==================== m_div_unit
Figure 1. Sequential cells coloured by netlist name (m_div_unit).
Other sequential cells in the stronger grey, the rest of the logic in the fainter grey.
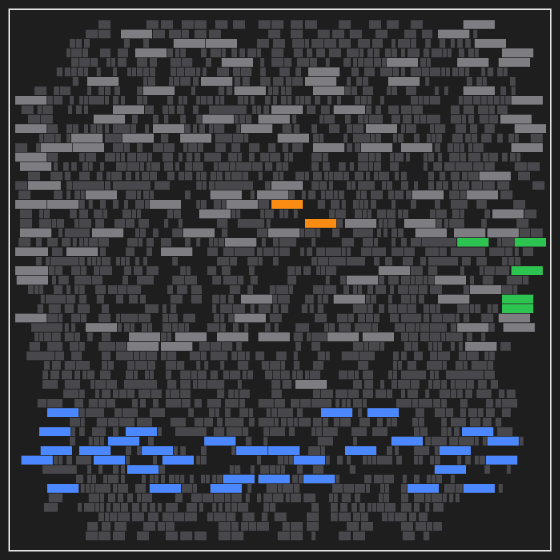

[config.mk]
export PLATFORM = sky130hd
export DESIGN_NAME = m_div_unit
export DESIGN_NICKNAME = d
export VERILOG_FILES = /design/src/rtl/m_div_unit.sv
export SDC_FILE = /design/constraint.sdc
export NUM_CORES = 1
export LEC_CHECK = 0
export ABC_AREA = 0
export CAP_MARGIN = 20
export CORE_UTILIZATION = 50
export CTS_BUF_LIST = sky130_fd_sc_hd__clkbuf_8
export DETAILED_ROUTE_END_ITERATION = 12
export GPL_TIMING_DRIVEN = 0
export PLACE_DENSITY = 0.72
export SYNTH_ARGS = -nofsm -noshare
export SYNTH_HDL_FRONTEND = slang
export SYNTH_SLANG_ARGS = --single-unit
[constraint.sdc]
create_clock -name clk -period 5.2 [get_ports clk]
set_input_delay 0.52 -clock clk [delete_from_list [all_inputs] [get_ports clk]]
set_output_delay 0.52 -clock clk [all_outputs]
set_load 0.02 [all_outputs]
[src/rtl/m_div_unit.sv]
// Iterative radix-2 restoring divider for DIV/DIVU/REM/REMU.
// Holds the pipeline while a divide runs; done pulses once per result.
module m_div_unit #(
  parameter int XLEN = 32
) (
  input  logic            clk,
  input  logic            rst_n,
  input  logic            start,
  input  logic [3:0]      m_con,
  input  logic [XLEN-1:0] op_a,
  input  logic [XLEN-1:0] op_b,
  input  logic            flush,
  output logic            stall,
  output logic            done,
  output logic [XLEN-1:0] result
);

  localparam int CW = $clog2(XLEN);

  localparam logic [1:0] IDLE = 2'd0;
  localparam logic [1:0] CALC = 2'd1;
  localparam logic [1:0] DONE = 2'd2;

  localparam logic [XLEN-1:0] MINV =
    {1'b1, {(XLEN-1){1'b0}}};
  localparam logic [CW-1:0] LAST = CW'(XLEN-1);

  logic [1:0]      state_q, state_d;
  logic [CW-1:0]   cnt_q, cnt_d;
  logic [XLEN:0]   rem_q, rem_d;
  logic [XLEN-1:0] quo_q, quo_d;
  logic [XLEN-1:0] dvs_q, dvs_d;
  logic [XLEN-1:0] res_q, res_d;
  logic            isrem_q, isrem_d;
  logic            qneg_q, qneg_d;
  logic            rneg_q, rneg_d;

  logic is_idle;
  logic is_calc;
  logic is_done;
  logic req;
  logic accept;

  assign is_idle = (state_q == IDLE);
  assign is_calc = (state_q == CALC);
  assign is_done = (state_q == DONE);
  assign req     = start & m_con[3];
  assign accept  = is_idle & req & ~flush;

  logic            sgn_op;
  logic            rem_op;
  logic            a_neg;
  logic            b_neg;
  logic            div_zero;
  logic            ovf;
  logic [XLEN-1:0] a_abs;
  logic [XLEN-1:0] b_abs;
  logic [XLEN-1:0] spc_res;

  assign sgn_op   = ~m_con[0];
  assign rem_op   = m_con[1];
  assign a_neg    = sgn_op & op_a[XLEN-1];
  assign b_neg    = sgn_op & op_b[XLEN-1];
  assign a_abs    = a_neg ? -op_a : op_a;
  assign b_abs    = b_neg ? -op_b : op_b;
  assign div_zero = (op_b == '0);
  assign ovf      = sgn_op
                  & (op_a == MINV)
                  & (op_b == '1);

  // Results that bypass the iterative loop.
  always_comb begin
    spc_res = '0;
    unique case (1'b1)
      div_zero & ~rem_op: spc_res = '1;
      div_zero &  rem_op: spc_res = op_a;
      ovf & ~rem_op:      spc_res = MINV;
      default:            spc_res = '0;
    endcase
  end

  logic [XLEN:0]   rem_sh;
  logic [XLEN:0]   diff;
  logic [XLEN:0]   rem_nx;
  logic [XLEN-1:0] quo_nx;
  logic [XLEN-1:0] q_fin;
  logic [XLEN-1:0] r_fin;
  logic            fits;

  // Dividend bits shift out of quo_q into the partial remainder.
  assign rem_sh = {rem_q[XLEN-1:0], quo_q[XLEN-1]};
  assign diff   = rem_sh - {1'b0, dvs_q};
  assign fits   = ~diff[XLEN];
  assign rem_nx = fits ? diff : rem_sh;
  assign quo_nx = {quo_q[XLEN-2:0], fits};
  assign q_fin  = qneg_q ? -quo_nx : quo_nx;
  assign r_fin  = rneg_q ? -rem_nx[XLEN-1:0]
                         : rem_nx[XLEN-1:0];

  always_comb begin
    state_d = state_q;
    cnt_d   = cnt_q;
    rem_d   = rem_q;
    quo_d   = quo_q;
    dvs_d   = dvs_q;
    res_d   = res_q;
    isrem_d = isrem_q;
    qneg_d  = qneg_q;
    rneg_d  = rneg_q;
    unique case (state_q)
      IDLE: begin
        if (accept) begin
          isrem_d = rem_op;
          qneg_d  = a_neg ^ b_neg;
          rneg_d  = a_neg;
          if (div_zero | ovf) begin
            state_d = DONE;
            res_d   = spc_res;
          end else begin
            state_d = CALC;
            cnt_d   = '0;
            rem_d   = '0;
            quo_d   = a_abs;
            dvs_d   = b_abs;
          end
        end
      end
      CALC: begin
        if (flush) begin
          state_d = IDLE;
          cnt_d   = '0;
        end else begin
          rem_d = rem_nx;
          quo_d = quo_nx;
          if (cnt_q == LAST) begin
            state_d = DONE;
            cnt_d   = '0;
            res_d   = isrem_q ? r_fin : q_fin;
          end else begin
            cnt_d = cnt_q + CW'(1);
          end
        end
      end
      DONE: begin
        state_d = IDLE;
      end
      default: begin
        state_d = IDLE;
      end
    endcase
  end

  always_ff @(posedge clk or negedge rst_n) begin
    if (!rst_n) begin
      state_q <= IDLE;
      cnt_q   <= '0;
      rem_q   <= '0;
      quo_q   <= '0;
      dvs_q   <= '0;
      res_q   <= '0;
      isrem_q <= 1'b0;
      qneg_q  <= 1'b0;
      rneg_q  <= 1'b0;
    end else begin
      state_q <= state_d;
      cnt_q   <= cnt_d;
      rem_q   <= rem_d;
      quo_q   <= quo_d;
      dvs_q   <= dvs_d;
      res_q   <= res_d;
      isrem_q <= isrem_d;
      qneg_q  <= qneg_d;
      rneg_q  <= rneg_d;
    end
  end

  logic unused_bits;
  assign unused_bits = ^{m_con[2], rem_q[XLEN]};

  assign stall  = rst_n & ((is_idle & req) | is_calc);
  assign done   = is_done & ~flush;
  assign result = res_q;

endmodule
==================== noisy_signal_ma_filter
<file path="config.mk">
export PLATFORM = sky130hd
export DESIGN_NAME = noisy_signal_ma_filter
export DESIGN_NICKNAME = d
export VERILOG_FILES = /design/src/rtl/noisy_ma_pkg.sv /design/src/rtl/ma_window_core.sv /design/src/rtl/noisy_signal_ma_filter.sv
export SDC_FILE = /design/constraint.sdc
export NUM_CORES = 1
export LEC_CHECK = 0
export CAP_MARGIN = 20
export CORE_MARGIN = 8
export CORE_UTILIZATION = 30
export DETAILED_ROUTE_END_ITERATION = 8
export PLACE_DENSITY = 0.57
export SLEW_MARGIN = 30
export SYNTH_ARGS = -nofsm -noshare
export SYNTH_HDL_FRONTEND = slang
export SYNTH_SLANG_ARGS = --single-unit
</file>
<file path="constraint.sdc">
create_clock -name clk -period 7.3 [get_ports clk]
set_input_delay 1.825 -clock clk [delete_from_list [all_inputs] [get_ports clk]]
set_output_delay 1.825 -clock clk [all_outputs]
set_load 0.01 [all_outputs]
</file>
<file path="src/rtl/noisy_ma_pkg.sv">
// rtl/noisy_ma_pkg.sv - shared constants, types and clamp helper for the noisy moving-average demo
// Purpose: default widths, LFSR seed/taps, triangle direction type and the
//          saturating clamp used on the noisy sample.
// Ports:   none (package)
package noisy_ma_pkg;

  localparam int DATA_W_DEF   = 10;
  localparam int WIN_LOG2_DEF = 3;

  // Wide enough to hold tri_cnt + noise (-240..1248) without wrapping.
  localparam int CALC_W = 16;

  localparam logic [15:0] LFSR_SEED_DEF = 16'hACE1;
  // Fibonacci taps for x^16 + x^14 + x^13 + x^11 + 1 (bits 15, 13, 12, 10).
  localparam logic [15:0] LFSR_TAPS     = 16'hB400;

  typedef enum logic {
    DIR_UP   = 1'b0,
    DIR_DOWN = 1'b1
  } dir_e;

  // Saturate a signed value into 0..hi; never wraps.
  function automatic logic [CALC_W-1:0] sat_clamp(input logic signed [CALC_W-1:0] v,
                                                   input logic signed [CALC_W-1:0] hi);
    logic [CALC_W-1:0] r;
    if (v < 0)
      r = '0;
    else if (v > hi)
      r = hi;
    else
      r = v;
    return r;
  endfunction

endpackage

</file>
<file path="src/rtl/ma_window_core.sv">
// rtl/ma_window_core.sv - sliding-window running-sum moving average
// Purpose: keeps the last 2**WIN_LOG2 input samples and their running sum;
//          dout is the floor of the window mean.
// Ports:   clk   - clock
//          reset - synchronous active-low reset
//          din   - new sample, taken every cycle
//          dout  - floor(mean of the previous N din values)
module ma_window_core #(
  parameter int DATA_W   = 10,
  parameter int WIN_LOG2 = 3
) (
  input  logic              clk,
  input  logic              reset,
  input  logic [DATA_W-1:0] din,
  output logic [DATA_W-1:0] dout
);

  localparam int N     = 1 << WIN_LOG2;
  localparam int SUM_W = DATA_W + WIN_LOG2;

  logic [DATA_W-1:0] taps [N];
  logic [SUM_W-1:0]  sum_q;

  always_ff @(posedge clk) begin
    if (!reset) begin
      for (int i = 0; i < N; i++) taps[i] <= '0;
      sum_q <= '0;
    end else begin
      taps[0] <= din;
      for (int i = 1; i < N; i++) taps[i] <= taps[i-1];
      // The oldest tap leaves as din enters, so the sum stays within N*max.
      sum_q <= sum_q + SUM_W'(din) - SUM_W'(taps[N-1]);
    end
  end

  assign dout = DATA_W'(sum_q >> WIN_LOG2);

endmodule

</file>
<file path="src/rtl/noisy_signal_ma_filter.sv">
// rtl/noisy_signal_ma_filter.sv - triangle source with optional LFSR noise and moving-average filter
// Purpose: generates a 10-bit triangle, adds scaled pseudo-random noise when
//          enabled, clamps, registers it and smooths it with ma_window_core.
// Ports:   clk          - clock
//          reset        - synchronous active-low reset
//          noise_en     - 1 adds noise to the waveform
//          noise_level  - noise gain 0..15
//          signal       - registered noisy sample
//          filtered_out - moving average of the last N signal samples
module noisy_signal_ma_filter
  import noisy_ma_pkg::*;
#(
  parameter int          DATA_W    = DATA_W_DEF,
  parameter int          WIN_LOG2  = WIN_LOG2_DEF,
  parameter logic [15:0] LFSR_SEED = LFSR_SEED_DEF
) (
  input  logic              clk,
  input  logic              reset,
  input  logic              noise_en,
  input  logic [3:0]        noise_level,
  output logic [DATA_W-1:0] signal,
  output logic [DATA_W-1:0] filtered_out
);

  localparam logic [DATA_W-1:0] CNT_MAX = '1;

  logic [DATA_W-1:0]        tri_cnt;
  dir_e                     dir;
  logic [15:0]              lfsr;
  logic signed [4:0]        lfsr_s;
  logic signed [5:0]        gain;
  logic signed [CALC_W-1:0] noise;
  logic signed [CALC_W-1:0] raw;
  logic [DATA_W-1:0]        signal_d;

  always_ff @(posedge clk) begin
    if (!reset) begin
      tri_cnt <= '0;
      dir     <= DIR_UP;
    end else if (dir == DIR_UP) begin
      if (tri_cnt == CNT_MAX) begin
        tri_cnt <= CNT_MAX - 1'b1;
        dir     <= DIR_DOWN;
      end else begin
        tri_cnt <= tri_cnt + 1'b1;
      end
    end else begin
      if (tri_cnt == '0) begin
        tri_cnt <= DATA_W'(1);
        dir     <= DIR_UP;
      end else begin
        tri_cnt <= tri_cnt - 1'b1;
      end
    end
  end

  always_ff @(posedge clk) begin
    if (!reset)
      lfsr <= LFSR_SEED;
    else
      lfsr <= {lfsr[14:0], ^(lfsr & LFSR_TAPS)};
  end

  // Low five LFSR bits read as a two's-complement value, scaled by the gain.
  assign lfsr_s = lfsr[4:0];
  assign gain   = {1'b0, noise_level};

  always_comb begin
    noise = '0;
    if (noise_en)
      noise = CALC_W'(lfsr_s) * CALC_W'(gain);
  end

  assign raw      = $signed({{(CALC_W-DATA_W){1'b0}}, tri_cnt}) + noise;
  assign signal_d = DATA_W'(sat_clamp(raw, $signed({{(CALC_W-DATA_W){1'b0}}, CNT_MAX})));

  always_ff @(posedge clk) begin
    if (!reset)
      signal <= '0;
    else
      signal <= signal_d;
  end

  ma_window_core #(
    .DATA_W   (DATA_W),
    .WIN_LOG2 (WIN_LOG2)
  ) u_window (
    .clk   (clk),
    .reset (reset),
    .din   (signal),
    .dout  (filtered_out)
  );

endmodule

</file>
==================== pipe_hazard_ctrl
==> src/rtl/pipe_ctrl_pkg.sv <==
// Shared definitions for the pipeline hazard controller.
//   state_t : controller state encoding (RUN, DRAIN, HALTED)
//   CNT_W   : width of the performance counters
//   REG_W   : width of a register specifier
package pipe_ctrl_pkg;

  typedef enum logic [1:0] {
    RUN    = 2'b00,
    DRAIN  = 2'b01,
    HALTED = 2'b10
  } state_t;

  localparam int unsigned CNT_W = 16;
  localparam int unsigned REG_W = 4;

endpackage

==> src/rtl/pipe_hazard_ctrl_hazard_detect.sv <==
// Load-use hazard detection, purely combinational.
//   ex_memtoreg : ID/EX instruction is a load
//   ex_DstReg   : its destination register
//   id_SrcReg1/2, id_use1/2 : ID-stage source registers and valid flags
//   load_use    : ID instruction consumes the load result next cycle
module hazard_detect
  import pipe_ctrl_pkg::*;
(
  input  logic             ex_memtoreg,
  input  logic [REG_W-1:0] ex_DstReg,
  input  logic [REG_W-1:0] id_SrcReg1,
  input  logic [REG_W-1:0] id_SrcReg2,
  input  logic             id_use1,
  input  logic             id_use2,
  output logic             load_use
);

  logic hit1;
  logic hit2;

  always_comb begin
    hit1     = id_use1 && (id_SrcReg1 == ex_DstReg);
    hit2     = id_use2 && (id_SrcReg2 == ex_DstReg);
    // R0 is hard-wired zero, so a load into it never creates a dependency
    load_use = ex_memtoreg && (ex_DstReg != '0) && (hit1 || hit2);
  end

endmodule

==> src/rtl/pipe_hazard_ctrl.sv <==
// Pipeline hazard controller: prioritised freeze/flush generation, halt
// sequencing (RUN -> DRAIN -> HALTED) and stall/flush performance counters.
//   clk, rst (async, active low)
//   icache_stall, dcache_stall : cache miss busy
//   ex_memtoreg, ex_DstReg, id_SrcReg1/2, id_use1/2 : load-use operands
//   branch_taken, id_halt, wb_halt : control-flow events
//   *_freeze, *_flush : per pipeline register hold / nop controls
//   halted : processor stopped
//   stall_cnt, flush_cnt : saturating performance counters
module pipe_hazard_ctrl
  import pipe_ctrl_pkg::*;
(
  input  logic             clk,
  input  logic             rst,
  input  logic             icache_stall,
  input  logic             dcache_stall,
  input  logic             ex_memtoreg,
  input  logic [REG_W-1:0] ex_DstReg,
  input  logic [REG_W-1:0] id_SrcReg1,
  input  logic [REG_W-1:0] id_SrcReg2,
  input  logic             id_use1,
  input  logic             id_use2,
  input  logic             branch_taken,
  input  logic             id_halt,
  input  logic             wb_halt,
  output logic             pc_freeze,
  output logic             if_id_freeze,
  output logic             if_id_flush,
  output logic             id_ex_freeze,
  output logic             id_ex_flush,
  output logic             ex_mem_freeze,
  output logic             halted,
  output logic [CNT_W-1:0] stall_cnt,
  output logic [CNT_W-1:0] flush_cnt
);

  state_t state;
  state_t state_nxt;
  logic   load_use;

  hazard_detect u_hazard_detect (
    .ex_memtoreg (ex_memtoreg),
    .ex_DstReg   (ex_DstReg),
    .id_SrcReg1  (id_SrcReg1),
    .id_SrcReg2  (id_SrcReg2),
    .id_use1     (id_use1),
    .id_use2     (id_use2),
    .load_use    (load_use)
  );

  always_ff @(posedge clk or negedge rst) begin
    if (!rst) begin
      state <= RUN;
    end else begin
      state <= state_nxt;
    end
  end

  // Next state. wb_halt means the HLT has already retired, so it wins over
  // any younger branch; a branch stalled behind a D-miss is not yet final.
  always_comb begin
    state_nxt = state;
    case (state)
      RUN: begin
        if (wb_halt) begin
          state_nxt = HALTED;
        end else if (id_halt && !branch_taken && !dcache_stall) begin
          state_nxt = DRAIN;
        end
      end
      DRAIN: begin
        if (wb_halt) begin
          state_nxt = HALTED;
        end else if (branch_taken && !dcache_stall) begin
          state_nxt = RUN;
        end
      end
      HALTED:  state_nxt = HALTED;
      default: state_nxt = RUN;
    endcase
  end

  // Priority mux; outputs are forced low while reset is asserted so they
  // clear immediately rather than at the next edge.
  always_comb begin
    pc_freeze     = 1'b0;
    if_id_freeze  = 1'b0;
    if_id_flush   = 1'b0;
    id_ex_freeze  = 1'b0;
    id_ex_flush   = 1'b0;
    ex_mem_freeze = 1'b0;
    if (rst) begin
      if (state == HALTED || dcache_stall) begin
        pc_freeze     = 1'b1;
        if_id_freeze  = 1'b1;
        id_ex_freeze  = 1'b1;
        ex_mem_freeze = 1'b1;
      end else if (branch_taken) begin
        if_id_flush = 1'b1;
        id_ex_flush = 1'b1;
      end else if (load_use) begin
        pc_freeze    = 1'b1;
        if_id_freeze = 1'b1;
        id_ex_flush  = 1'b1;
      end else if (icache_stall || state == DRAIN) begin
        pc_freeze   = 1'b1;
        if_id_flush = 1'b1;
      end
    end
  end

  always_comb begin
    halted = (state == HALTED);
  end

  always_ff @(posedge clk or negedge rst) begin
    if (!rst) begin
      stall_cnt <= '0;
      flush_cnt <= '0;
    end else begin
      if (state != HALTED && pc_freeze && stall_cnt != '1) begin
        stall_cnt <= stall_cnt + CNT_W'(1);
      end
      if (branch_taken && !dcache_stall && flush_cnt != '1) begin
        flush_cnt <= flush_cnt + CNT_W'(1);
      end
    end
  end

endmodule

==> config.mk <==
export PLATFORM = sky130hd
export DESIGN_NAME = pipe_hazard_ctrl
export DESIGN_NICKNAME = d
export VERILOG_FILES = /design/src/rtl/pipe_ctrl_pkg.sv /design/src/rtl/pipe_hazard_ctrl_hazard_detect.sv /design/src/rtl/pipe_hazard_ctrl.sv
export SDC_FILE = /design/constraint.sdc
export NUM_CORES = 1
export LEC_CHECK = 0
export ABC_AREA = 1
export CAP_MARGIN = 10
export CORE_UTILIZATION = 53
export DETAILED_ROUTE_END_ITERATION = 10
export GPL_TIMING_DRIVEN = 0
export MAX_ROUTING_LAYER = met4
export PLACE_DENSITY = 0.89
export SETUP_SLACK_MARGIN = 0.2
export SLEW_MARGIN = 20
export SYNTH_ARGS = -nofsm -noshare
export SYNTH_HDL_FRONTEND = slang
export SYNTH_HIERARCHICAL = 1
export SYNTH_SLANG_ARGS = --single-unit
export TNS_END_PERCENT = 50
==> constraint.sdc <==
create_clock -name clk -period 3.9 [get_ports clk]
set_input_delay 0.78 -clock clk [delete_from_list [all_inputs] [get_ports clk]]
set_output_delay 0.78 -clock clk [all_outputs]
set_load 0.01 [all_outputs]
Figure 2. Clock distribution (noisy_signal_ma_filter).
The bar under the picture is 50 µm long.
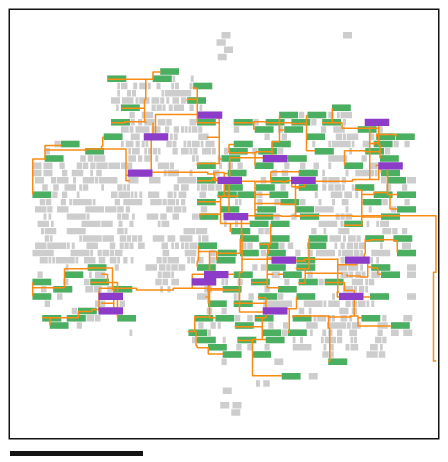
orange -> clock wires  # length 1730 µm
purple -> clock drivers  # count 17
green -> flip-flops  # count 130
routed clock nets = 18

==> flow_summary.yaml, noisy_signal_ma_filter <==
# implementation run metrics
final_layout:
  num-nonclk-buffers: 27
  layout.comb_gates.multi_input: 414
  stdcell_area_um2: 7300
  registers.top_by_ff_count: "u_window.taps"
  final_util_pct: 35.2
  largest_reg_flops: 80
  seq_cell_count: 130
placed_design:
  placedCellCount: 928
  dpl_worst_slack_ns: 0.594
  post-dp-hpwl_um: 8120
  routabilityCongestion: 0.801
clocking:
  tritoncts.num_buffers: 17
  cts_sinks: 130
  worst_setup_hold_path_clk_slew_ns: 0.06
  cts-hold-fix-buffers: 0
timing:
  rsz0062_at_grt: "no"
  hold_viol_final: 0
  min_period_over_period_pct: 86.3
critical_path:
  worstSetupPathType: "in -> reg"
  regToRegStartpoint: "lfsr[2]$_SDFF_PN0_"
  worstPathCellList: "clkdlybuf4s50_1 > and2_1 > ha_1 > inv_1 > fa_1 > inv_1 > fa_1 > ha_1 > nor2b_1 > o21ai_0 > a21boi_0 > o21ai_0 > nor3b_1 > nor3_1 > ha_1 > o21ai_0 > a211oi_1 > o21ai_1 > a31oi_2 > o21a_1"
  critical_path.max_stage_delay_ns: 0.52
  r2r.worst_path.cells: 19
logic_synthesis:
  synth_chip_area_um2: 6250
  syn-cell-area_um2: 6250
  synth-adder-area-share_pct: 15.8
routing:
  routed-wl-met3_um: 398
  wire_length_on_met2_um: 5140
  dr_total_vias: 4125
flow_run:
  maxCapViolations: 0
worst_hold_path:
  worst_hold_path_type: "reg -> reg"
power_and_ir_drop:
  power_clock_mw: 0.840
outcome:
  status: "finished clean"
[noisy_signal_ma_filter: synth_stat cells, types with 8 or more instances]
library cell | n | area, µm²
sky130_fd_sc_hd__fa_1 | 22 | 440
sky130_fd_sc_hd__nor3_1 | 13 | 65.1
sky130_fd_sc_hd__nand3_1 | 8 | 40.0
sky130_fd_sc_hd__nand2_1 | 21 | 78.8
sky130_fd_sc_hd__o21a_1 | 16 | 120
sky130_fd_sc_hd__o21ai_0 | 19 | 95.1
sky130_fd_sc_hd__and2_1 | 97 | 607
sky130_fd_sc_hd__buf_4 | 11 | 82.6
sky130_fd_sc_hd__dfxtp_1 | 130 | 2600
sky130_fd_sc_hd__nand2b_1 | 10 | 62.6
sky130_fd_sc_hd__a21oi_1 | 23 | 115
sky130_fd_sc_hd__clkbuf_1 | 14 | 52.6
sky130_fd_sc_hd__ha_1 | 44 | 551
sky130_fd_sc_hd__inv_1 | 80 | 300
sky130_fd_sc_hd__nor2_1 | 37 | 139
sky130_fd_sc_hd__xnor2_1 | 16 | 140
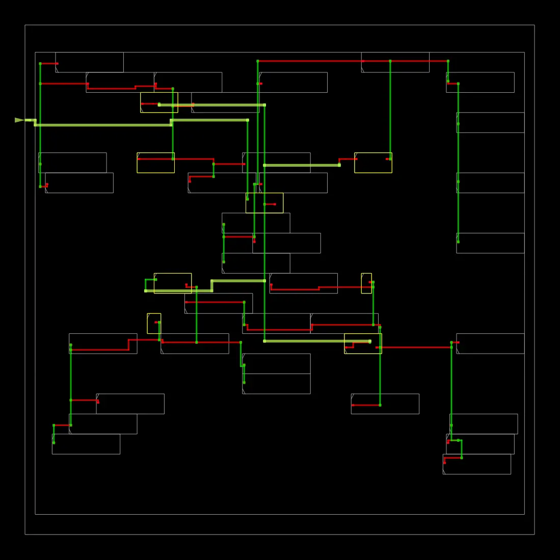
Figure 3: pipe_hazard_ctrl, clock nets.
layout clock buffer count: 7
clock network power consumption: 0.273 mW

==> flow_summary.yaml, pipe_hazard_ctrl <==
# implementation run metrics
logic_synthesis:
  synth_sequential_area_ratio_pct: 35.8
  number_of_enable_type_register_cells_in_the_synthesized_netlist: 0
  netlist.area_leader.share_pct: 35.8
  synth-async-reset-ratio_pct: 100
grt:
  grt.met1_usage_pct: 34.0
  grt_busiest_layer: "met2"
critical_path:
  critical_path.max_stage_delay_ns: 0.53
routing:
  first_iter_violations: 170
clocking:
  cts-hold-fix-buffers: 0
final_layout:
  final-seq-area_um2: 851
  num-nonclk-buffers: 66
outcome:
  status: "finished clean"
placed_design:
  dpl_worst_slack_ns: 0.336
  io_buffer_count: 60
flow_run:
  warnings: 26
timing:
  timing_max_transition_violations_final: 0
-- pipe_hazard_ctrl: stage by stage --
stage               area [µm²]  std cells  setup TNS, ns  hold slack [ns]  utilization (%)
detailed placement        3060        462              0            0.542             73.9
global placement          3040        461          -2.01            0.514             73.4
CTS                       3150        470              0            0.450             76.1
finish                    3160        470              0            0.432             76.2
global route              3160        470              0            0.468             76.2
floorplan                 2380        351              0            0.484                -
-- pipe_hazard_ctrl: sequential cells by signal, indices dropped and copies added, names as in the netlist --
| signal | flops |
|---|---|
| stall_cnt | 16 |
| state | 2 |
| flush_cnt | 16 |
-- pipe_hazard_ctrl: kinds of logic after synthesis --
| group | after synthesis | share of synthesized area, % |
|---|---|---|
| buffers and inverters | 47 | 8.74 |
| AOI/OAI and AO/OA | 21 | 5.53 |
| adders and majority gates | 2 | 1.05 |
| and+or+nand+nor | 226 | 41.2 |
| xor gates and xnor gates | 21 | 7.74 |
| DFF | 34 | 35.8 |
-- pipe_hazard_ctrl: power groups by stage --
stage	clock network (mW)	registers (mW)	logic, mW
after detailed placement	0	0.488	0.416
after global routing	0.291	0.496	0.457
after global placement	0	0.487	0.398
final	0.273	0.485	0.415
after CTS	0.277	0.484	0.418
after floorplan	0	0.497	0.198
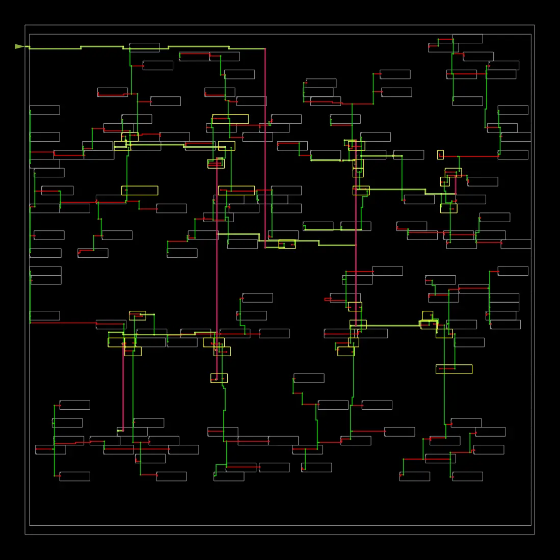
Figure 4: m_div_unit, clock nets.
CTS Sinks: 138
skew final: 0.0177 ns
number of buffers created by CTS: 17
layout clock buffer count: 18

About Figure 1:
green -> `cnt_q`  # placed flops 5, where middle right
orange -> `state_q`  # placed flops 2
blue -> `dvs_q`  # placed flops 32, where a band across the bottom
not coloured = 99
proportion of cell area occupied by registers: 24.6%
Final Util: 61.5%
reported sequential group power: 1.37 mW

==> flow_summary.yaml, m_div_unit <==
# implementation run metrics
power_and_ir_drop:
  p_sw_mw: 1.67
final_layout:
  stdcell_area_um2: 14100
  mostFrequentLayoutCell: "sky130_fd_sc_hd__nand2_1"
timing:
  worst_hold_slack_ns: -0.00467
  timing_max_transition_violations_final: 0
  hold_viol_final: 4
  setup_violations: 4
  setup_slack_ns: -0.110
logic_synthesis:
  synthXorXnorAreaFrac_pct: 9.71
  common_cells: "sky130_fd_sc_hd__nand2_1 (183), sky130_fd_sc_hd__o21ai_0 (179), sky130_fd_sc_hd__a21oi_1 (143)"
  synth.largest_area_cell: "sky130_fd_sc_hd__dfrtp_1"
  synth_sequential_area_ratio_pct: 29.5
  synth-adder-area-share_pct: 4.33
  top_cell: "sky130_fd_sc_hd__nand2_1"
  synth_chip_area_um2: 11700
floorplan:
  die-area_um2: 24100
clocking:
  cts-hold-fix-buffers: 0
outcome:
  status: "complete, but fails checks"
  failed_checks: "hold timing, setup timing"
critical_path:
  worstSetupPathType: "reg -> reg"
  r2r.worst_path.cells: 23
grt:
  grt_pass1_vias: 12000
  grt_use_met3_pct: 8.27
routing:
  drt_first_pass_iters: 8
  ant_nets: 0
  routed-wl-met3_um: 4790
==> m_div_unit: metrics by stage <==
stage	worst slack, ns	instances
2_1_floorplan	-0.0118	1518
6_report	-0.110	1988
3_3_place_gp	-2.17	1934
3_5_place_dp	-1.09	1935
5_1_grt	-0.268	1988
4_1_cts	-0.0753	1982
==> m_div_unit: area by class of cell <==
cell class / count / area (µm²)
fill: 2118 / 8800
multi-input combinational: 1243 / 7950
sequential: 138 / 3460
timing repair buffer: 129 / 1250
tap: 313 / 392
buffer: 79 / 349
clock buffer: 18 / 248
clock inverter: 14 / 205
inverter: 54 / 205
==> m_div_unit: what timing repair did <==
| action | CTS | global route |
|---|---|---|
| setup buffers | 17 | 8 |
| resized | 23 | 21 |
| gates cloned | 0 | 0 |
| pin swaps | 15 | 13 |
| setup endpoints to repair | 13 | 7 |
==> m_div_unit: flip-flops by register name, summed over array words and instances, names as in the netlist <==
register,cells
cnt_q,5
dvs_q,32
isrem_q,1
qneg_q,1
quo_q,32
rem_q,32
result,32
rneg_q,1
state_q,2

==================== bsg_activation_pwl
Figure 5. Sequential cells coloured by netlist name (bsg_activation_pwl).
Other sequential cells in the stronger grey, the rest of the logic in the fainter grey.
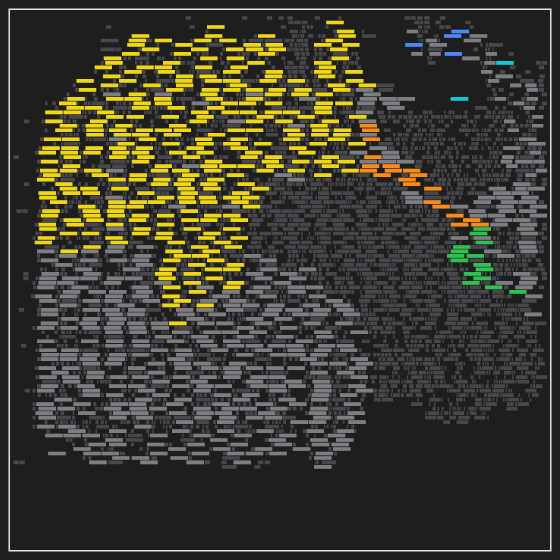

$ cat src/rtl/bsg_activation_pwl.sv
// Three-stage activation unit: ReLU / leaky ReLU pass-through plus programmable
// piecewise-linear sigmoid and tanh with odd/complement symmetry and saturation.
module bsg_activation_pwl #(
    parameter int width_p      = 20,
    parameter int frac_p       = 16,
    parameter int seg_bits_p   = 3,
    parameter int range_int_p  = 2,
    parameter int leak_shift_p = 3,
    parameter int tag_width_p  = 4
) (
    input  logic                   clk_i,
    input  logic                   reset_i,
    input  logic                   v_i,
    output logic                   ready_o,
    input  logic [width_p-1:0]     data_i,
    input  logic [1:0]             mode_i,
    input  logic [tag_width_p-1:0] tag_i,
    input  logic                   cfg_v_i,
    output logic                   cfg_ready_o,
    input  logic                   cfg_tanh_i,
    input  logic [seg_bits_p-1:0]  cfg_seg_i,
    input  logic [width_p-1:0]     cfg_slope_i,
    input  logic [width_p-1:0]     cfg_icept_i,
    output logic                   v_o,
    input  logic                   ready_i,
    output logic [width_p-1:0]     data_o,
    output logic [tag_width_p-1:0] tag_o
);

    localparam int entries_lp  = 2 << seg_bits_p;
    localparam int dom_bits_lp = frac_p + range_int_p;
    localparam int off_bits_lp = dom_bits_lp - seg_bits_p;
    localparam int prod_w_lp   = 2 * width_p;

    localparam logic [width_p-1:0]          one_lp   = width_p'(1) << frac_p;
    localparam logic [width_p-1:0]          min_lp   = {1'b1, {(width_p-1){1'b0}}};
    localparam logic [width_p-1:0]          max_lp   = {1'b0, {(width_p-1){1'b1}}};
    localparam logic signed [prod_w_lp-1:0] one_w_lp = prod_w_lp'(one_lp);

    logic adv;
    logic accept;
    logic s0_v_reg, s1_v_reg, s2_v_reg;

    assign adv         = ~s2_v_reg | ready_i;
    assign ready_o     = adv & ~cfg_v_i;
    assign accept      = v_i & ready_o;
    assign cfg_ready_o = cfg_v_i & ~(s0_v_reg | s1_v_reg | s2_v_reg);

    // Tables: index is {tanh_select, segment}; writes only land on an empty pipeline.
    logic [width_p-1:0] slope_mem [entries_lp];
    logic [width_p-1:0] icept_mem [entries_lp];
    logic [seg_bits_p:0] cfg_addr;
    assign cfg_addr = {cfg_tanh_i, cfg_seg_i};

    always_ff @(posedge clk_i) begin
        if (reset_i) begin
            for (int i = 0; i < entries_lp; i++) begin
                slope_mem[i] <= '0;
                icept_mem[i] <= '0;
            end
        end else if (cfg_ready_o) begin
            slope_mem[cfg_addr] <= cfg_slope_i;
            icept_mem[cfg_addr] <= cfg_icept_i;
        end
    end

    // S0: magnitude, segment split and table lookup.
    logic [width_p-1:0]  abs_in;
    logic [seg_bits_p:0] rd_addr;
    logic                sat_in;

    always_comb begin
        abs_in = data_i;
        if (data_i == min_lp)
            abs_in = max_lp;
        else if (data_i[width_p-1])
            abs_in = -data_i;
    end

    assign rd_addr = {mode_i[0], abs_in[dom_bits_lp-1 -: seg_bits_p]};
    assign sat_in  = |abs_in[width_p-1:dom_bits_lp];

    logic [width_p-1:0]     s0_slope_reg, s0_icept_reg, s0_off_reg, s0_x_reg;
    logic                   s0_sat_reg;
    logic [1:0]             s0_mode_reg;
    logic [tag_width_p-1:0] s0_tag_reg;

    always_ff @(posedge clk_i) begin
        if (adv) begin
            s0_slope_reg <= slope_mem[rd_addr];
            s0_icept_reg <= icept_mem[rd_addr];
            s0_off_reg   <= width_p'(abs_in[off_bits_lp-1:0]);
            s0_sat_reg   <= sat_in;
            s0_mode_reg  <= mode_i;
            s0_tag_reg   <= tag_i;
            s0_x_reg     <= data_i;
        end
    end

    // S1: slope * offset, rescaled back to Q frac_p.
    logic signed [prod_w_lp-1:0] prod;
    assign prod = prod_w_lp'($signed(s0_slope_reg)) * prod_w_lp'($signed(s0_off_reg));

    logic signed [prod_w_lp-1:0] s1_p_reg;
    logic [width_p-1:0]          s1_icept_reg, s1_x_reg;
    logic                        s1_sat_reg;
    logic [1:0]                  s1_mode_reg;
    logic [tag_width_p-1:0]      s1_tag_reg;

    always_ff @(posedge clk_i) begin
        if (adv) begin
            s1_p_reg     <= prod >>> frac_p;
            s1_icept_reg <= s0_icept_reg;
            s1_sat_reg   <= s0_sat_reg;
            s1_mode_reg  <= s0_mode_reg;
            s1_tag_reg   <= s0_tag_reg;
            s1_x_reg     <= s0_x_reg;
        end
    end

    // S2: add, clamp to [0, 1.0], then apply the sign rule of the selected function.
    logic signed [prod_w_lp-1:0] sum;
    logic [width_p-1:0]          r_mag;
    logic [width_p-1:0]          leak;
    logic [width_p-1:0]          res_next;
    logic                        neg;

    assign sum  = prod_w_lp'($signed(s1_icept_reg)) + s1_p_reg;
    assign leak = $signed(s1_x_reg) >>> leak_shift_p;
    assign neg  = s1_x_reg[width_p-1];

    always_comb begin
        r_mag = sum[width_p-1:0];
        if (s1_sat_reg)
            r_mag = one_lp;
        else if (sum[prod_w_lp-1])
            r_mag = '0;
        else if (sum > one_w_lp)
            r_mag = one_lp;
    end

    always_comb begin
        res_next = s1_x_reg;
        case (s1_mode_reg)
            2'd0:    res_next = neg ? '0 : s1_x_reg;
            2'd1:    res_next = neg ? leak : s1_x_reg;
            2'd2:    res_next = neg ? one_lp - r_mag : r_mag;
            default: res_next = neg ? -r_mag : r_mag;
        endcase
    end

    logic [width_p-1:0]     s2_data_reg;
    logic [tag_width_p-1:0] s2_tag_reg;

    always_ff @(posedge clk_i) begin
        if (reset_i) begin
            s0_v_reg    <= 1'b0;
            s1_v_reg    <= 1'b0;
            s2_v_reg    <= 1'b0;
            s2_data_reg <= '0;
            s2_tag_reg  <= '0;
        end else if (adv) begin
            s0_v_reg    <= accept;
            s1_v_reg    <= s0_v_reg;
            s2_v_reg    <= s1_v_reg;
            s2_data_reg <= s1_v_reg ? res_next : '0;
            s2_tag_reg  <= s1_v_reg ? s1_tag_reg : '0;
        end
    end

    assign v_o    = s2_v_reg;
    assign data_o = s2_data_reg;
    assign tag_o  = s2_tag_reg;

endmodule

$ cat config.mk
export PLATFORM = sky130hd
export DESIGN_NAME = bsg_activation_pwl
export DESIGN_NICKNAME = d
export VERILOG_FILES = /design/src/rtl/bsg_activation_pwl.sv
export SDC_FILE = /design/constraint.sdc
export NUM_CORES = 2
export LEC_CHECK = 0
export CORE_MARGIN = 1.5
export CORE_UTILIZATION = 46
export DETAILED_ROUTE_END_ITERATION = 8
export PLACE_DENSITY = 0.74
export REMOVE_ABC_BUFFERS = 1
export SLEW_MARGIN = 20
export SYNTH_ARGS = -nofsm -noshare
export SYNTH_HDL_FRONTEND = slang
export SYNTH_SLANG_ARGS = --single-unit
export TNS_END_PERCENT = 30
$ cat constraint.sdc
create_clock -name clk_i -period 11.4 [get_ports clk_i]
set_input_delay 2.85 -clock clk_i [delete_from_list [all_inputs] [get_ports clk_i]]
set_output_delay 2.85 -clock clk_i [all_outputs]
set_load 0.1 [all_outputs]
==================== bitcount_sequencer
$ cat src/rtl/bitcount_pkg.sv
// rtl/bitcount_pkg.sv - shared widths and FSM state type for the bit-count sequencer
package bitcount_pkg;

  localparam int W     = 8;
  localparam int RES_W = 4;
  localparam int TOT_W = 12;

  typedef enum logic [2:0] {
    ST_IDLE,
    ST_LOAD,
    ST_RUN,
    ST_WAIT_DONE,
    ST_RELEASE
  } state_t;

endpackage

$ cat src/rtl/op_fifo.sv
// rtl/op_fifo.sv - operand FIFO with registered full/empty and show-ahead head output
module op_fifo #(
  parameter int DEPTH = 4,
  parameter int W     = 8
) (
  input  logic         clk,
  input  logic         reset,
  input  logic         push,
  input  logic         pop,
  input  logic [W-1:0] din,
  output logic [W-1:0] dout,
  output logic         full,
  output logic         empty
);

  localparam int AW = (DEPTH > 1) ? $clog2(DEPTH) : 1;
  localparam logic [AW:0] FULL_CNT = (AW+1)'(DEPTH);

  logic [W-1:0]  r_mem [DEPTH];
  logic [AW-1:0] r_wr_ptr;
  logic [AW-1:0] r_rd_ptr;
  logic [AW:0]   r_count;
  logic          w_push_ok;
  logic          w_pop_ok;
  logic [AW:0]   w_count_nxt;

  assign w_push_ok = push & ~full;
  assign w_pop_ok  = pop & ~empty;
  assign dout      = r_mem[r_rd_ptr];

  always_comb begin
    w_count_nxt = r_count;
    case ({w_push_ok, w_pop_ok})
      2'b10:   w_count_nxt = r_count + (AW+1)'(1);
      2'b01:   w_count_nxt = r_count - (AW+1)'(1);
      default: w_count_nxt = r_count;
    endcase
  end

  // Flags come from the next occupancy so they are registered yet never stale.
  always_ff @(posedge clk or posedge reset) begin
    if (reset) begin
      r_wr_ptr <= '0;
      r_rd_ptr <= '0;
      r_count  <= '0;
      full     <= 1'b0;
      empty    <= 1'b1;
    end else begin
      if (w_push_ok) r_wr_ptr <= r_wr_ptr + AW'(1);
      if (w_pop_ok)  r_rd_ptr <= r_rd_ptr + AW'(1);
      r_count <= w_count_nxt;
      full    <= (w_count_nxt == FULL_CNT);
      empty   <= (w_count_nxt == '0);
    end
  end

  always_ff @(posedge clk) begin
    if (w_push_ok) r_mem[r_wr_ptr] <= din;
  end

endmodule

$ cat src/rtl/bitcount_sequencer.sv
// rtl/bitcount_sequencer.sv - feeds queued operands to an external bit counter and accumulates counts
module bitcount_sequencer
  import bitcount_pkg::*;
#(
  parameter int DEPTH = 4,
  parameter int W     = bitcount_pkg::W
) (
  input  logic             clk,
  input  logic             reset,
  input  logic             push,
  input  logic [W-1:0]     data_in,
  output logic             full,
  output logic             empty,
  output logic [W-1:0]     A,
  output logic             s,
  input  logic             done,
  input  logic [RES_W-1:0] result,
  output logic             res_valid,
  output logic [RES_W-1:0] res_data,
  output logic [TOT_W-1:0] total
);

  state_t       r_state;
  logic         w_pop;
  logic [W-1:0] w_head;
  logic [TOT_W:0] w_sum;

  assign w_pop = (r_state == ST_WAIT_DONE) && done;
  assign w_sum = {1'b0, total} + {{(TOT_W+1-RES_W){1'b0}}, result};

  op_fifo #(
    .DEPTH (DEPTH),
    .W     (W)
  ) u_fifo (
    .clk   (clk),
    .reset (reset),
    .push  (push),
    .pop   (w_pop),
    .din   (data_in),
    .dout  (w_head),
    .full  (full),
    .empty (empty)
  );

  // The operand stays at the FIFO head until capture, so A is latched once on entry to LOAD.
  always_ff @(posedge clk or posedge reset) begin
    if (reset) begin
      r_state   <= ST_IDLE;
      s         <= 1'b0;
      A         <= '0;
      res_valid <= 1'b0;
      res_data  <= '0;
      total     <= '0;
    end else begin
      res_valid <= 1'b0;
      case (r_state)
        ST_IDLE: begin
          s <= 1'b0;
          if (!empty) begin
            A       <= w_head;
            r_state <= ST_LOAD;
          end
        end
        ST_LOAD: begin
          s       <= 1'b1;
          r_state <= ST_RUN;
        end
        ST_RUN: begin
          r_state <= ST_WAIT_DONE;
        end
        ST_WAIT_DONE: begin
          if (done) begin
            res_data  <= result;
            total     <= w_sum[TOT_W] ? '1 : w_sum[TOT_W-1:0];
            res_valid <= 1'b1;
            s         <= 1'b0;
            r_state   <= ST_RELEASE;
          end
        end
        ST_RELEASE: begin
          s <= 1'b0;
          if (!done) r_state <= ST_IDLE;
        end
        default: begin
          s       <= 1'b0;
          r_state <= ST_IDLE;
        end
      endcase
    end
  end

endmodule
$ cat config.mk
export PLATFORM = sky130hd
export DESIGN_NAME = bitcount_sequencer
export DESIGN_NICKNAME = d
export VERILOG_FILES = /design/src/rtl/bitcount_pkg.sv /design/src/rtl/op_fifo.sv /design/src/rtl/bitcount_sequencer.sv
export SDC_FILE = /design/constraint.sdc
export NUM_CORES = 1
export LEC_CHECK = 0
export CORE_ASPECT_RATIO = 0.5
export CORE_UTILIZATION = 25
export CTS_CLUSTER_DIAMETER = 60
export DETAILED_ROUTE_END_ITERATION = 10
export PLACE_DENSITY = 0.49
export RECOVER_POWER = 25
export SETUP_SLACK_MARGIN = 0.05
export SYNTH_ARGS = -nofsm -noshare
export SYNTH_HDL_FRONTEND = slang
export SYNTH_SLANG_ARGS = --single-unit
$ cat constraint.sdc
create_clock -name clk -period 2 [get_ports clk]
set_input_delay 0.2 -clock clk [delete_from_list [all_inputs] [get_ports clk]]
set_output_delay 0.2 -clock clk [all_outputs]
set_load 0.005 [all_outputs]
Figure 6. Gate families picked out (bitcount_sequencer).
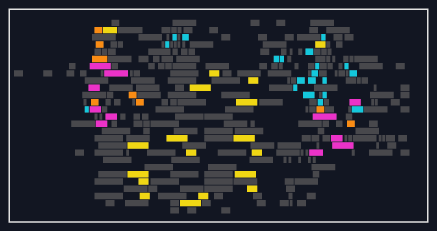
orange -> XOR/XNOR gates  # cells 8, most used xnor2_1
cyan -> inverting AOI/OAI gates  # cells 20, most used o21ai_0
yellow -> multiplexers  # cells 18, most used mux2_2
magenta -> adder and majority cells  # cells 11, most used ha_1

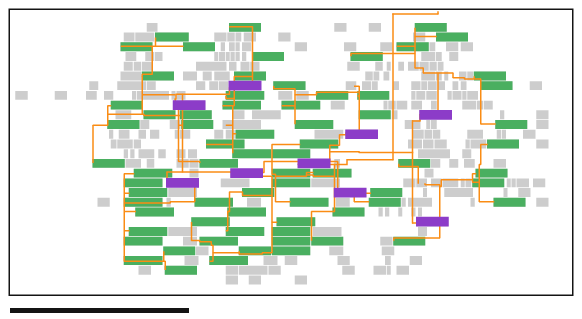
Figure 7: bitcount_sequencer, clock distribution.
The bar under the picture is 50 µm long.
purple -> clock drivers  # count 9
orange -> clock wires  # length 926 µm
green -> flip-flops  # count 70
routed clock nets = 10

==> flow_summary.yaml, bitcount_sequencer <==
# implementation run metrics
critical_path:
  regToRegSetupSlack_ns: 0.02
  worstPathBufferInverterCount: 1
  critical_path_origin: "done"
grt:
  grt_first_pass_wirelength_um: 10200
  track_usage_pct: 11.1
logic_synthesis:
  yosysCellCount: 212
  top_cell: "sky130_fd_sc_hd__dfrtp_1"
  syn-cell-area_um2: 3020
  synth_cells: 212
  synth.lib_cells_used.distinct: 41
  mappedNetlistNets: 239
floorplan:
  core.rowCount: 27
  die_x_um: 157
  ios: 44
final_layout:
  final-seq-area_um2: 1910
  comb_area_um2: 1110
  layout.cells.non_filler: 455
  layout_top_cells_excl_fill_tap: "sky130_fd_sc_hd__dfrtp_1 (37), sky130_fd_sc_hd__clkdlybuf4s50_1 (34), sky130_fd_sc_hd__edfxtp_1 (32)"
  drive_above_1_share_pct: 30.7
timing:
  fmaxAchievable_mhz: 502
  worstMarginPinSlew_ns: 1.01
  hold_viol_final: 0
  rsz0062_at_grt: "yes"
placed_design:
  postPlaceCellArea_um2: 3830
  placedCellCount: 434
  post-dp-hpwl_um: 4320
outcome:
  status: "finished clean"
worst_hold_path:
  worst_hold_path_type: "in -> reg"
  holdPathStages: 3
clocking:
  cts.htree.levels: 3
  ctsRootBufferMaster: "sky130_fd_sc_hd__clkbuf_16"
==> bitcount_sequencer: what timing repair did <==
| item | in CTS | in global routing |
|---|---|---|
| buffers inserted | 1 | 4 |
| hold endpoints to repair | 0 | 0 |
| setup endpoints to repair | 2 | 10 |
| resized | 0 | 13 |
| pin swaps | 2 | 4 |
==> bitcount_sequencer: layer usage <==
| layer | track usage, % | up-vias |
|---|---|---|
| met1 | 13.1 | 965 |
| li1 | - | 933 |
| met3 | 3.58 | 11 |
| met2 | 18.7 | 33 |
| met4 | 4.66 | 2 |
| met5 | 0 | - |
==> bitcount_sequencer: sequential cells by signal, indices dropped and copies added (netlist names), 2 cells and up <==
register and count:
u_fifo.r_wr_ptr 2, res_data 4, r_state 3, A 8, u_fifo.r_count 3, total 12, u_fifo.r_rd_ptr 2, u_fifo.r_mem 32
==> bitcount_sequencer: cell type report <==
type	instances	area share [%]
Tap cell	159	4.73
Multi-Input combinational cell	129	26.4
Inverter	6	0.565
Timing Repair Buffer	75	15.9
Clock buffer	11	5.53
Sequential cell	70	45.4
Clock inverter	5	1.43
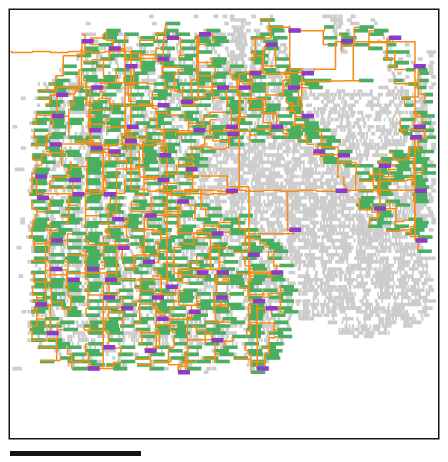
Figure 8: bsg_activation_pwl, clock distribution.
The bar under the picture is 100 µm long.
purple -> clock drivers  # count 83
orange -> clock wires  # length 9750 µm
green -> flip-flops  # count 816
routed clock nets = 84

About Figure 5:
green -> `s0_off_reg`  # placed flops 15, where middle right
cyan -> `s1_mode_reg`  # placed flops 2
blue -> `s0_tag_reg`  # placed flops 4, where upper right
orange -> `s1_p_reg`  # placed flops 20
yellow -> `icept_mem`  # placed flops 320
FF/Latch Area: 24200 µm²
Final Util: 51.1%
proportion of cell area occupied by registers: 45.6%

==> flow_summary.yaml, bsg_activation_pwl <==
# implementation run metrics
outcome:
  status: "finished clean"
final_layout:
  layout_top_cells_excl_fill_tap: "sky130_fd_sc_hd__edfxtp_1 (789), sky130_fd_sc_hd__and2_1 (779), sky130_fd_sc_hd__nand2_1 (558)"
  layout.cells.non_filler: 5570
  dominant_cells: "flip-flops and latches"
critical_path:
  cpMaxStageDelayCell: "sky130_fd_sc_hd__clkdlybuf4s50_1"
  critPathRequiredTime_ns: 8.55
  worst_setup_path_start_kind: "input pin"
  r2r.worst_path.cells: 23
routing:
  top_metal_used: "met5"
  first_iter_violations: 3382
  routed-wl-met3_um: 11000
  totalWireLength_um: 127000
  drt_first_pass_iters: 7
timing:
  relSlewSlack_pct: 31.7
  rsz0062_at_grt: "no"
  setup_slack_ns: 3.22
  hold_viol_final: 0
  fmaxAchievable_mhz: 122
  finalSetupTns_ns: 0
  worst_hold_slack_ns: 0.418
grt:
  grt_remaining_overflow: 0
  grt_max_degree: 185
  grt_busiest_layer: "met2"
flow_run:
  warnings: 32
logic_synthesis:
  netlist.area_leader.share_pct: 49.0
  synth_sequential_area_ratio_pct: 50.1
  synth_chip_area_um2: 48300
  synth.cellmix.compoundShare_pct: 7.57
  synth-adder-area-share_pct: 15.2
floorplan:
  die_x_um: 327
worst_hold_path:
  holdPathStages: 0
  min-delay-start: "s0_tag_reg[0]$_DFFE_PN_"
placed_design:
  io_buffer_count: 101
[bsg_activation_pwl: cell usage after synthesis (12+ instances only)]
cell                       number
sky130_fd_sc_hd__and2_1       780
sky130_fd_sc_hd__o21ai_0       24
sky130_fd_sc_hd__and3_1       167
sky130_fd_sc_hd__nor3_1        21
sky130_fd_sc_hd__or2_2         26
sky130_fd_sc_hd__fa_1         298
sky130_fd_sc_hd__a22o_1        12
sky130_fd_sc_hd__xor2_1        30
sky130_fd_sc_hd__inv_1        326
sky130_fd_sc_hd__clkbuf_1     227
sky130_fd_sc_hd__a21oi_1       51
sky130_fd_sc_hd__nor2_1        51
sky130_fd_sc_hd__nand3_1       18
sky130_fd_sc_hd__xnor2_1       28
sky130_fd_sc_hd__dfxtp_1       27
sky130_fd_sc_hd__a211oi_1     163
sky130_fd_sc_hd__ha_1         109
sky130_fd_sc_hd__mux4_2        40
sky130_fd_sc_hd__edfxtp_1     789
sky130_fd_sc_hd__buf_2         71
sky130_fd_sc_hd__nand2_1      561
sky130_fd_sc_hd__a31oi_1      163
sky130_fd_sc_hd__o31ai_1       14
sky130_fd_sc_hd__nor2b_1       12


==> screenshots <==
Sequential cells coloured by netlist name.
Other sequential cells in the stronger grey, the rest of the logic in the fainter grey.
image #1
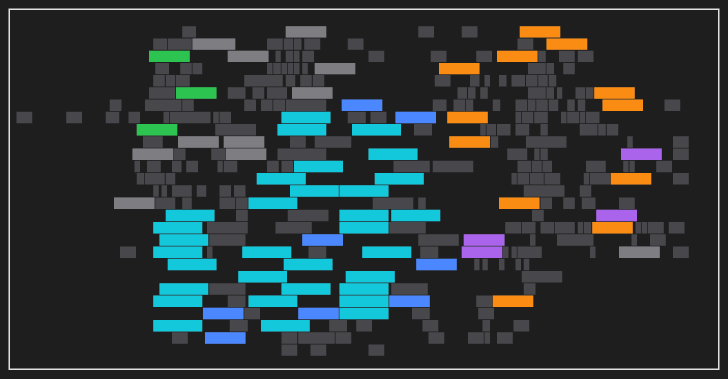
image #2
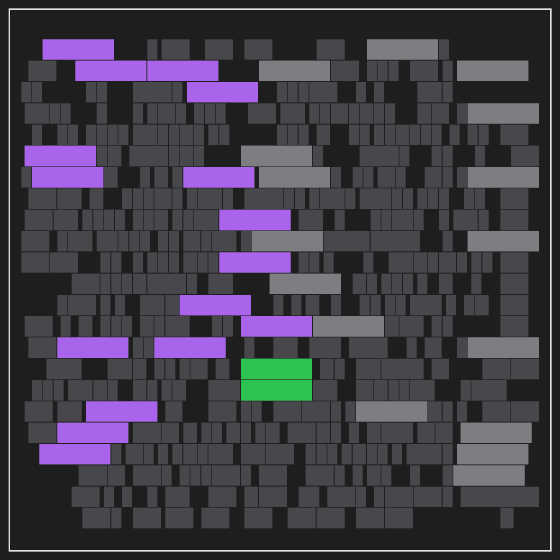
image #3
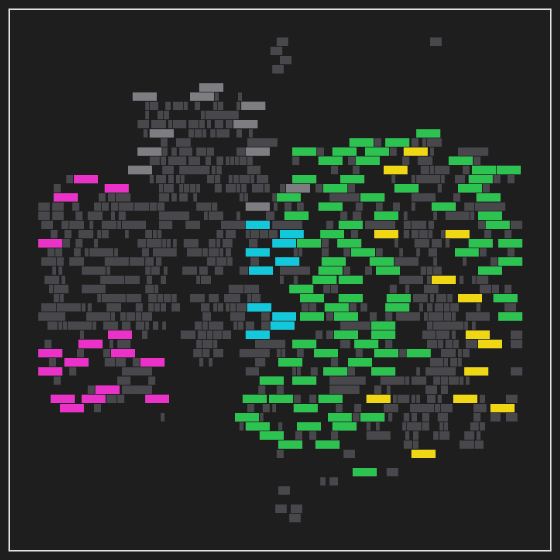
Image #3 is noisy_signal_ma_filter.
Image #1 is bitcount_sequencer.
Image #2 is pipe_hazard_ctrl.
The one with the most cells is image #3.

Key to image #3:
yellow -> `u_window.sum_q`  # placed flops 13
green -> `u_window.taps`  # placed flops 80
magenta -> `lfsr`  # placed flops 16
cyan -> `signal`  # placed flops 10, where centre
not coloured = 11


==> gallery <==
Clock nets.
picture 1
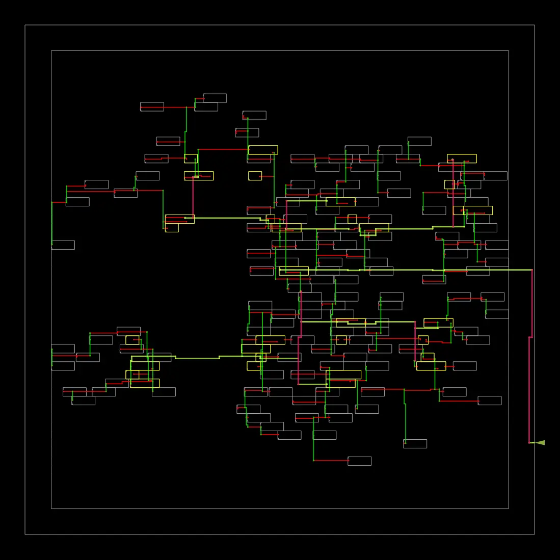
picture 2
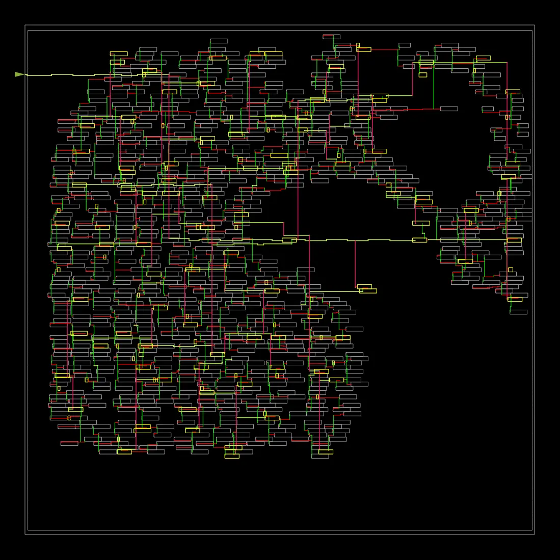
picture 3
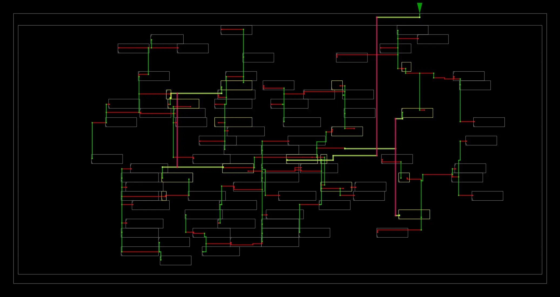
bitcount_sequencer is picture 3.
noisy_signal_ma_filter is picture 1.
bsg_activation_pwl is picture 2.
The one with the fewest clock buffers is picture 3.
The one with the most sequential cells is picture 2.

Power figures rest on the tool's default switching activity, not on a simulated workload.
